######## block 1 ########
Fig. 1: block 1, routing congestion map
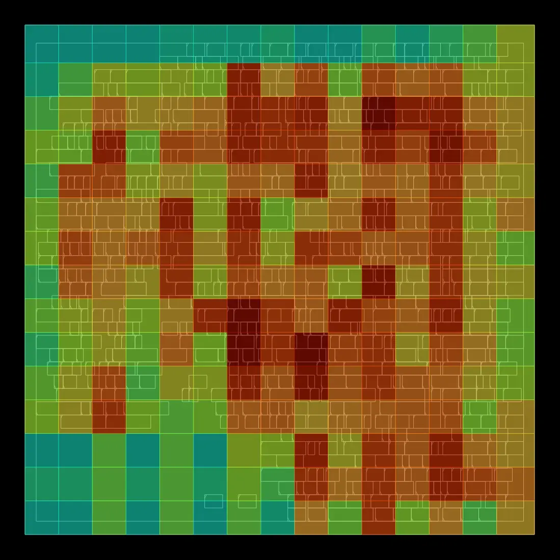

$ cat config.mk
export PLATFORM = sky130hd
export DESIGN_NAME = display_arbiter
export DESIGN_NICKNAME = d
export VERILOG_FILES = /design/src/rtl/display_pkg.sv /design/src/rtl/display_arbiter_rr_pick.sv /design/src/rtl/display_arbiter.sv
export SDC_FILE = /design/constraint.sdc
export NUM_CORES = 1
export LEC_CHECK = 0
export ABC_AREA = 0
export CAP_MARGIN = 5
export CORE_MARGIN = 2
export CORE_UTILIZATION = 55
export CTS_CLUSTER_DIAMETER = 50
export DETAILED_ROUTE_END_ITERATION = 8
export PLACE_DENSITY = 0.95
export SYNTH_ARGS = -nofsm -noshare
export SYNTH_HDL_FRONTEND = slang
export SYNTH_SLANG_ARGS = --single-unit
export TNS_END_PERCENT = 1
$ cat constraint.sdc
create_clock -name clk -period 5.6 [get_ports clk]
set_input_delay 0.56 -clock clk [delete_from_list [all_inputs] [get_ports clk]]
set_output_delay 0.56 -clock clk [all_outputs]
set_load 0.1 [all_outputs]
$ cat src/rtl/display_pkg.sv
// Shared constants for the seven-segment display arbiter: state encoding,
// display word width and the default dwell at a 50 MHz system clock.
package display_pkg;
    localparam logic [1:0] ST_IDLE = 2'd0;
    localparam logic [1:0] ST_SHOW = 2'd1;
    localparam logic [1:0] ST_ARB  = 2'd2;

    localparam int DISP_W        = 32;
    localparam int DWELL_DEFAULT = 50_000_000;

    typedef enum logic [1:0] {
        IDLE = ST_IDLE,
        SHOW = ST_SHOW,
        ARB  = ST_ARB
    } state_t;
endpackage

$ cat src/rtl/display_arbiter_rr_pick.sv
// Combinational round-robin first-set search: scans req upward from i_ptr with
// wrap-around, skipping any bit set in i_excl, and returns a one-hot winner.
module rr_pick #(
    parameter int N  = 3,
    parameter int IW = (N > 1) ? $clog2(N) : 1
) (
    input  logic [N-1:0]  i_req,
    input  logic [IW-1:0] i_ptr,
    input  logic [N-1:0]  i_excl,
    output logic          o_found,
    output logic [N-1:0]  o_winner
);
    logic [N-1:0]  w_masked;
    logic [IW-1:0] w_idx [N];

    assign w_masked = i_req & ~i_excl;

    // Search order: w_idx[k] = (ptr + k) mod N; ptr < N keeps one subtraction enough.
    generate
        for (genvar gi = 0; gi < N; gi++) begin : g_idx
            logic [IW:0] w_sum;
            assign w_sum      = {1'b0, i_ptr} + (IW+1)'(gi);
            assign w_idx[gi]  = (w_sum >= (IW+1)'(N)) ? IW'(w_sum - (IW+1)'(N)) : IW'(w_sum);
        end
    endgenerate

    always_comb begin
        o_found  = 1'b0;
        o_winner = '0;
        for (int k = 0; k < N; k++) begin
            if (!o_found && w_masked[w_idx[k]]) begin
                o_found            = 1'b1;
                o_winner[w_idx[k]] = 1'b1;
            end
        end
    end
endmodule

$ cat src/rtl/display_arbiter.sv
// Round-robin owner of the shared 8-digit display word, with a minimum dwell
// per owner and a seamless (never blanked) hand-over between owners.
module display_arbiter
    import display_pkg::*;
#(
    parameter int N_REQ = 3,
    parameter int DWELL = DWELL_DEFAULT,
    parameter int CNT_W = 26
) (
    input  logic                    clk,
    input  logic                    rst,
    input  logic [N_REQ-1:0]        req,
    input  logic [DISP_W*N_REQ-1:0] data,
    output logic [N_REQ-1:0]        gnt,
    output logic [DISP_W-1:0]       nums,
    output logic                    en,
    output logic                    switch_pulse
);
    localparam int               IDX_W   = (N_REQ > 1) ? $clog2(N_REQ) : 1;
    localparam logic [CNT_W-1:0] CNT_MAX = CNT_W'(DWELL - 1);

    state_t             r_state, w_state_next;
    logic [N_REQ-1:0]   r_gnt, w_gnt_next;
    logic [DISP_W-1:0]  r_nums, w_nums_next;
    logic               r_en, w_en_next;
    logic               r_pulse, w_pulse_next;
    logic [CNT_W-1:0]   r_cnt, w_cnt_next;
    logic [IDX_W-1:0]   r_ptr, w_ptr_next;
    logic [IDX_W-1:0]   r_owner, w_owner_next;

    logic [DISP_W-1:0]  w_words [N_REQ];
    logic [N_REQ-1:0]   w_owner_onehot;
    logic [IDX_W-1:0]   w_ptr_inc;
    logic [IDX_W-1:0]   w_pick_ptr;
    logic [N_REQ-1:0]   w_pick_excl;
    logic               w_found;
    logic [N_REQ-1:0]   w_winner;
    logic [IDX_W-1:0]   w_win_idx;
    logic               w_others;

    generate
        for (genvar gi = 0; gi < N_REQ; gi++) begin : g_req
            assign w_words[gi]        = data[DISP_W*gi +: DISP_W];
            assign w_owner_onehot[gi] = (r_owner == IDX_W'(gi));
        end
    endgenerate

    assign w_ptr_inc = (r_owner == IDX_W'(N_REQ - 1)) ? '0 : r_owner + IDX_W'(1);
    assign w_others  = |(req & ~w_owner_onehot);

    // One search unit serves both IDLE (from the pointer) and ARB (past the owner).
    assign w_pick_ptr  = (r_state == ARB) ? w_ptr_inc : r_ptr;
    assign w_pick_excl = (r_state == ARB) ? w_owner_onehot : '0;

    rr_pick #(.N(N_REQ), .IW(IDX_W)) u_pick (
        .i_req    (req),
        .i_ptr    (w_pick_ptr),
        .i_excl   (w_pick_excl),
        .o_found  (w_found),
        .o_winner (w_winner)
    );

    always_comb begin
        w_win_idx = '0;
        for (int i = 0; i < N_REQ; i++) begin
            if (w_winner[i]) w_win_idx = IDX_W'(i);
        end
    end

    always_comb begin
        w_state_next = r_state;
        w_gnt_next   = r_gnt;
        w_nums_next  = r_nums;
        w_en_next    = r_en;
        w_pulse_next = 1'b0;
        w_cnt_next   = r_cnt;
        w_ptr_next   = r_ptr;
        w_owner_next = r_owner;
        case (r_state)
            IDLE: begin
                w_en_next = 1'b0;
                if (w_found) begin
                    w_gnt_next   = w_winner;
                    w_owner_next = w_win_idx;
                    w_nums_next  = w_words[w_win_idx];
                    w_en_next    = 1'b1;
                    w_pulse_next = 1'b1;
                    w_cnt_next   = '0;
                    w_state_next = SHOW;
                end
            end
            SHOW: begin
                w_nums_next = w_words[r_owner];
                if (r_cnt != CNT_MAX) w_cnt_next = r_cnt + CNT_W'(1);
                // A dropped request wins over an expiring dwell; both lead to ARB.
                if (!req[r_owner]) begin
                    w_state_next = ARB;
                end else if (r_cnt == CNT_MAX && w_others) begin
                    w_state_next = ARB;
                end
            end
            ARB: begin
                w_ptr_next = w_ptr_inc;
                if (w_found) begin
                    w_gnt_next   = w_winner;
                    w_owner_next = w_win_idx;
                    w_nums_next  = w_words[w_win_idx];
                    w_pulse_next = 1'b1;
                    w_cnt_next   = '0;
                    w_state_next = SHOW;
                end else if (req[r_owner]) begin
                    w_cnt_next   = '0;
                    w_state_next = SHOW;
                end else begin
                    w_gnt_next   = '0;
                    w_en_next    = 1'b0;
                    w_state_next = IDLE;
                end
            end
            default: begin
                w_gnt_next   = '0;
                w_en_next    = 1'b0;
                w_state_next = IDLE;
            end
        endcase
    end

    always_ff @(posedge clk or posedge rst) begin
        if (rst) begin
            r_state <= IDLE;
            r_gnt   <= '0;
            r_nums  <= '0;
            r_en    <= 1'b0;
            r_pulse <= 1'b0;
            r_cnt   <= '0;
            r_ptr   <= '0;
            r_owner <= '0;
        end else begin
            r_state <= w_state_next;
            r_gnt   <= w_gnt_next;
            r_nums  <= w_nums_next;
            r_en    <= w_en_next;
            r_pulse <= w_pulse_next;
            r_cnt   <= w_cnt_next;
            r_ptr   <= w_ptr_next;
            r_owner <= w_owner_next;
        end
    end

    assign gnt          = r_gnt;
    assign nums         = r_nums;
    assign en           = r_en;
    assign switch_pulse = r_pulse;
endmodule

######## block 2 ########
`src/rtl/axi_sram_slave_if_pkg.sv`:
```
// Shared AXI constants for the SRAM slave front end.
package axi_sram_slave_if_pkg;
  localparam logic [1:0] BURST_FIXED = 2'b00;
  localparam logic [1:0] BURST_INCR  = 2'b01;
  localparam logic [1:0] RESP_OKAY   = 2'b00;
  localparam logic [1:0] RESP_SLVERR = 2'b10;
  localparam logic [2:0] SIZE_WORD   = 3'd2;

  // Only 32-bit INCR bursts are natively supported downstream.
  function automatic logic hdr_err(input logic [2:0] size, input logic [1:0] burst);
    return (size != SIZE_WORD) | (burst != BURST_INCR);
  endfunction
endpackage

```
`src/rtl/axi_sram_slave_if_rr_arb2.sv`:
```
// Two-requester round-robin arbiter; a tie goes to whichever side lost the last grant.
module rr_arb2 (
  input  logic clk,
  input  logic rst_n,
  input  logic rd_req,
  input  logic wr_req,
  input  logic rd_take,
  input  logic wr_take,
  output logic rd_grant,
  output logic wr_grant
);
  logic last_was_rd;

  assign rd_grant = rd_req & (~wr_req | ~last_was_rd);
  assign wr_grant = wr_req & (~rd_req |  last_was_rd);

  always_ff @(posedge clk or negedge rst_n) begin
    if (!rst_n)       last_was_rd <= 1'b0;
    else if (rd_take) last_was_rd <= 1'b1;
    else if (wr_take) last_was_rd <= 1'b0;
  end
endmodule

```
`src/rtl/axi_sram_slave_if.sv`:
```
// AXI4 slave front end: turns one AXI burst at a time into an axi2sram request,
// passes data straight through and generates RLAST / B response.
module axi_sram_slave_if #(
  parameter int AXI_AWIDTH = 32,
  parameter int AXI_DWIDTH = 32
) (
  input  logic                  clk,
  input  logic                  rst_n,
  input  logic                  s_arvalid,
  output logic                  s_arready,
  input  logic [AXI_AWIDTH-1:0] s_araddr,
  input  logic [7:0]            s_arlen,
  input  logic [2:0]            s_arsize,
  input  logic [1:0]            s_arburst,
  output logic                  s_rvalid,
  input  logic                  s_rready,
  output logic [AXI_DWIDTH-1:0] s_rdata,
  output logic [1:0]            s_rresp,
  output logic                  s_rlast,
  input  logic                  s_awvalid,
  output logic                  s_awready,
  input  logic [AXI_AWIDTH-1:0] s_awaddr,
  input  logic [7:0]            s_awlen,
  input  logic [2:0]            s_awsize,
  input  logic [1:0]            s_awburst,
  input  logic                  s_wvalid,
  output logic                  s_wready,
  input  logic [AXI_DWIDTH-1:0] s_wdata,
  input  logic [3:0]            s_wstrb,
  input  logic                  s_wlast,
  output logic                  s_bvalid,
  input  logic                  s_bready,
  output logic [1:0]            s_bresp,
  output logic                  rd_req_valid,
  input  logic                  rd_req_ready,
  output logic [31:0]           rd_req_addr,
  output logic [31:0]           rd_req_len,
  output logic [2:0]            rd_req_size,
  output logic [1:0]            rd_req_burst,
  input  logic [31:0]           rd_data,
  input  logic                  rd_data_valid,
  output logic                  rd_data_ready,
  output logic                  wr_req_valid,
  input  logic                  wr_req_ready,
  output logic [31:0]           wr_req_addr,
  output logic [31:0]           wr_req_len,
  output logic [2:0]            wr_req_size,
  output logic [1:0]            wr_req_burst,
  output logic [31:0]           wr_data,
  output logic                  wr_data_valid,
  input  logic                  wr_data_ready
);
  import axi_sram_slave_if_pkg::*;

  localparam logic [2:0] S_IDLE    = 3'd0;
  localparam logic [2:0] S_RD_REQ  = 3'd1;
  localparam logic [2:0] S_RD_DATA = 3'd2;
  localparam logic [2:0] S_WR_REQ  = 3'd3;
  localparam logic [2:0] S_WR_DATA = 3'd4;
  localparam logic [2:0] S_WR_RESP = 3'd5;

  logic [2:0]            state;
  logic                  rst_done, err;
  logic [7:0]            beat, len_q;
  logic [AXI_AWIDTH-1:0] addr_q;
  logic [2:0]            size_q;
  logic [1:0]            burst_q;
  logic                  idle, rd_ph, wr_ph, rd_grant, wr_grant;
  logic                  ar_hs, aw_hs, r_hs, w_hs, last_beat;

  assign idle      = (state == S_IDLE);
  assign rd_ph     = (state == S_RD_DATA);
  assign wr_ph     = (state == S_WR_DATA);
  assign last_beat = (beat == len_q);

  rr_arb2 u_arb (
    .clk      (clk),
    .rst_n    (rst_n),
    .rd_req   (s_arvalid),
    .wr_req   (s_awvalid),
    .rd_take  (ar_hs),
    .wr_take  (aw_hs),
    .rd_grant (rd_grant),
    .wr_grant (wr_grant)
  );

  assign s_arready = idle & rd_grant & rst_done;
  assign s_awready = idle & wr_grant & rst_done;
  assign ar_hs     = s_arvalid & s_arready;
  assign aw_hs     = s_awvalid & s_awready;

  // Both request ports share the captured header; only one is ever valid.
  assign rd_req_valid = (state == S_RD_REQ);
  assign wr_req_valid = (state == S_WR_REQ);
  assign rd_req_addr  = 32'(addr_q);
  assign wr_req_addr  = 32'(addr_q);
  assign rd_req_len   = {24'd0, len_q};
  assign wr_req_len   = {24'd0, len_q};
  assign rd_req_size  = size_q;
  assign wr_req_size  = size_q;
  assign rd_req_burst = burst_q;
  assign wr_req_burst = burst_q;

  assign s_rvalid      = rd_ph & rd_data_valid;
  assign rd_data_ready = rd_ph & s_rready;
  assign s_rdata       = rd_data;
  assign s_rlast       = rd_ph & last_beat;
  assign s_rresp       = (rd_ph & err) ? RESP_SLVERR : RESP_OKAY;
  assign r_hs          = s_rvalid & s_rready;

  assign s_wready      = wr_ph & wr_data_ready;
  assign wr_data_valid = wr_ph & s_wvalid;
  assign wr_data       = s_wdata;
  assign w_hs          = s_wvalid & s_wready;

  assign s_bvalid = (state == S_WR_RESP);
  assign s_bresp  = (s_bvalid & err) ? RESP_SLVERR : RESP_OKAY;

  always_ff @(posedge clk or negedge rst_n) begin
    if (!rst_n) begin
      state    <= S_IDLE;
      rst_done <= 1'b0;
      err      <= 1'b0;
      beat     <= 8'd0;
      addr_q   <= '0;
      len_q    <= 8'd0;
      size_q   <= 3'd0;
      burst_q  <= 2'd0;
    end else begin
      rst_done <= 1'b1;
      case (state)
        S_IDLE: if (ar_hs | aw_hs) begin
          state   <= ar_hs ? S_RD_REQ : S_WR_REQ;
          addr_q  <= ar_hs ? s_araddr  : s_awaddr;
          len_q   <= ar_hs ? s_arlen   : s_awlen;
          size_q  <= ar_hs ? s_arsize  : s_awsize;
          burst_q <= ar_hs ? s_arburst : s_awburst;
          err     <= ar_hs ? hdr_err(s_arsize, s_arburst) : hdr_err(s_awsize, s_awburst);
          beat    <= 8'd0;
        end
        S_RD_REQ:  if (rd_req_ready) state <= S_RD_DATA;
        // The counter holds on the final beat so len=255 never wraps.
        S_RD_DATA: if (r_hs) begin
          if (last_beat) state <= S_IDLE;
          else           beat  <= beat + 8'd1;
        end
        S_WR_REQ:  if (wr_req_ready) state <= S_WR_DATA;
        S_WR_DATA: if (w_hs) begin
          if ((s_wstrb != 4'hF) || (s_wlast != last_beat)) err <= 1'b1;
          if (last_beat) state <= S_WR_RESP;
          else           beat  <= beat + 8'd1;
        end
        S_WR_RESP: if (s_bready) state <= S_IDLE;
        default:   state <= S_IDLE;
      endcase
    end
  end
endmodule

```
`config.mk`:
```
export PLATFORM = sky130hd
export DESIGN_NAME = axi_sram_slave_if
export DESIGN_NICKNAME = d
export VERILOG_FILES = /design/src/rtl/axi_sram_slave_if_pkg.sv /design/src/rtl/axi_sram_slave_if_rr_arb2.sv /design/src/rtl/axi_sram_slave_if.sv
export SDC_FILE = /design/constraint.sdc
export NUM_CORES = 1
export LEC_CHECK = 0
export ABC_AREA = 1
export CAP_MARGIN = 15
export CORE_AREA = 2 2 149 151
export DETAILED_ROUTE_END_ITERATION = 10
export DIE_AREA = 0 0 151 153
export GPL_TIMING_DRIVEN = 0
export PLACE_DENSITY = 0.64
export SLEW_MARGIN = 20
export SYNTH_ARGS = -nofsm -noshare
export SYNTH_HDL_FRONTEND = slang
export SYNTH_SLANG_ARGS = --single-unit
```
`constraint.sdc`:
```
create_clock -name clk -period 2 [get_ports clk]
set_clock_uncertainty 0.1 [all_clocks]
set_input_delay 0.3 -clock clk [delete_from_list [all_inputs] [get_ports clk]]
set_output_delay 0.3 -clock clk [all_outputs]
set_load 0.01 [all_outputs]
```

==> gallery <==
Signal wires on met1.
shot_01.png
(3 px per micron) Supply wires on this layer in gray.
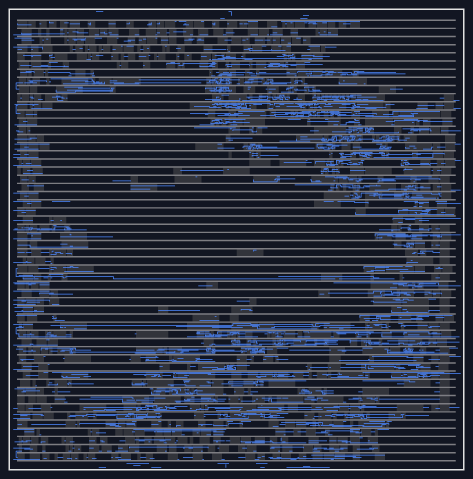
shot_02.png
(4 px per micron) Supply wires on this layer in gray.
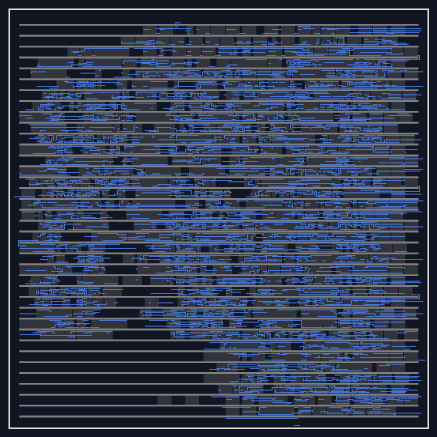
Of these, largest die: shot_01.png
shot_01.png -> block 2
shot_02.png -> block 1

Fig. 2: block 2, metal 2
(3 px per micron)
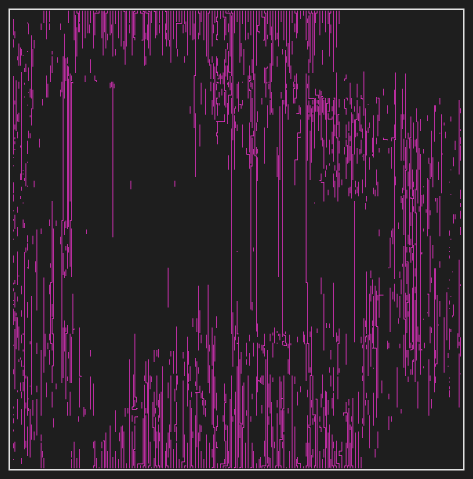
- longest straight run: 78.9 microns
- nets with wire on the layer: 879
- wire length on this layer: 8620 microns
- share of all routed wire: 53%
fraction of met2 tracks used by global routing: 24.5%
number of vias in the routed layout: 4644
Detailed Route WL: 16400 microns

==> flow.log, block 2 <==
[flow] collecting metrics
INFO  metric status = finished clean
INFO  metric setup.reg_to_reg.worst_slack = 0.10 ns
INFO  metric ys.flops = 59
INFO  metric p_comb_share = 59.2%
INFO  metric finalWeightedCongestion = 0.766
INFO  metric final.fill_count = 2219
INFO  metric synth_cells = 586
INFO  metric pre_cts_slack = -0.486 ns
INFO  metric internal-power = 0.00648 W
INFO  metric fp_util = 22.1%
INFO  metric start_kind = register
INFO  metric synthesis.yosys.warnings = 0
INFO  metric library_cell_with_the_highest_instance_count_after_synthesis = buf_4
INFO  metric worst-r2r-cell-count = 12
INFO  metric dp_cells = 1187
INFO  metric regArea = 0.00149 sq mm
INFO  metric finish.net_count = 1103
INFO  metric yosys.area_share.xor_xnor = 1.29%
INFO  metric vias_per_cell = 3.82
INFO  metric simple_gate_area_share = 22.2%
INFO  metric top_cells_by_area = dfrtp_1 (31%), buf_4 (25%), nand2_1 (11%)
INFO  metric largest_area_cell = dfrtp_1
INFO  metric remaining_drc_errors = 0
INFO  metric multi_input_gate_share_of_total_cell_area = 23.3%
INFO  metric post_synth_mux_area_share = 0%
INFO  metric chipArea = 0.0231 sq mm
INFO  metric ys_cells = 586
INFO  metric power-per-cell-area = 1200 mW/mm^2
INFO  metric count_of_endpoints_failing_setup_in_the_final_report = 0
==> block 2: worst max-delay path, cell delays in order, from the launching register on <==
cell and delay, ns:
dfrtp_2 0.44, inv_2 0.09, nand2_4 0.09, nor2_8 0.16, nand2_4 0.09, inv_6 0.07
buf_8 0.11, buf_2 0.13
==> block 2: per-layer routing <==
layer / wire [microns] / track usage (%) / vias up
met4: 176 / 3.07 / 0
met5: 0 / 0 / -
met3: 1270 / 4.03 / 13
li1: - / - / 2339
met1: 6350 / 16.3 / 2074
met2: 8620 / 24.5 / 218
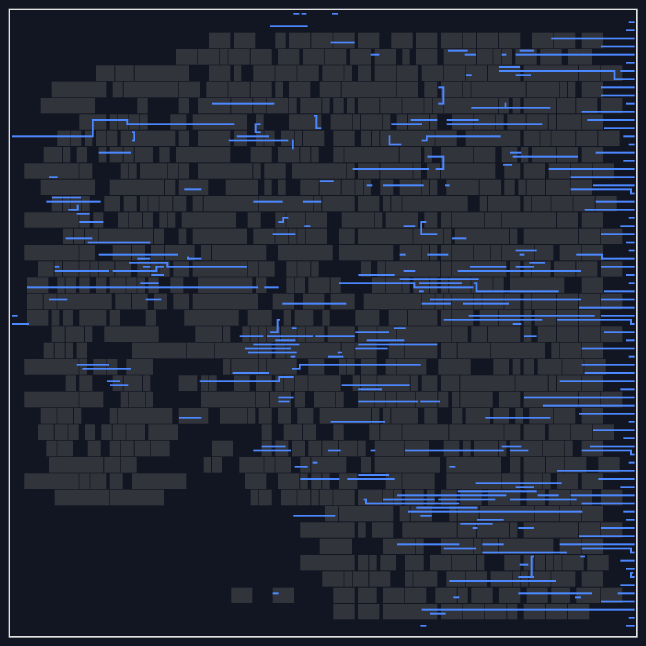
Fig. 3. M3 wires (block 1).
(6 px per micron)
- nets with wire on the layer: 179
- longest straight run: 38.2 microns
- main direction: horizontal
number of vias in the routed layout: 5748
Detailed Route WL: 18000 microns
Global Route met3 Usage: 6.27%

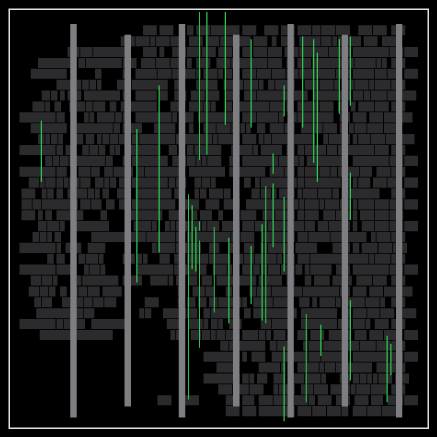
Fig. 4. The metal 4 layer (block 1).
(4 px per micron) Supply wires on this layer in gray.
- main direction: vertical
- wire length on this layer: 706 microns
- longest straight run: 51.0 microns

## Picture notes: Fig. 1
most heavily used metal layer in global routing: met2
total routing usage reported by global routing: 32.5%
DR WL/cell: 20.8 microns

==> flow.log, block 1 <==
[flow] collecting metrics
INFO  metric clk-insertion-delay-late = 0.35 ns
INFO  metric top_delay_family_on_crit_path = simple AND/OR/NAND/NOR gates
INFO  metric internal-power = 0.00218 W
INFO  metric crit_chain = nand4bb_1 -> nand2_1 -> inv_1 -> ha_1 -> nor2_1 -> a2111oi_2 -> nor3_1 -> nand3_2 -> buf_4 -> inv_2 -> nand3_2 -> o221ai_1
INFO  metric area_growth = 28.6%
INFO  metric library_cell_with_the_highest_instance_count_after_synthesis = dfrtp_1
INFO  metric status = finished clean
INFO  metric synth_area = 0.00554 sq mm
INFO  metric remaining_drc_errors = 0
INFO  metric ys_cells = 616
INFO  metric p_total = 0.00508 W
INFO  metric core.rowCount = 36
INFO  metric yosysChipArea = 0.00554 sq mm
INFO  metric finalWeightedCongestion = 0.900
INFO  metric drtPass1Iterations = 5
INFO  metric worstHoldPathCells = 1
## block 1: final cells by class
class                      count  area [sq um]  share of cell area, %
inverter                      65           244                   3.42
multi-input combinational    435          3290                   46.1
tap                          133           166                   2.34
clock buffer                   9           124                   1.74
timing repair buffer         148          1450                   20.4
sequential                    69          1730                   24.2
clock inverter                 7           121                   1.70
## block 1: sequential cells by signal, summed over array words and instances (netlist names)
name	flops
switch_pulse	1
r_state	2
r_cnt	26
en	1
r_owner	2
r_ptr	2
nums	32
gnt	3

No activity file was given, so power comes from the tool's default toggle rates.
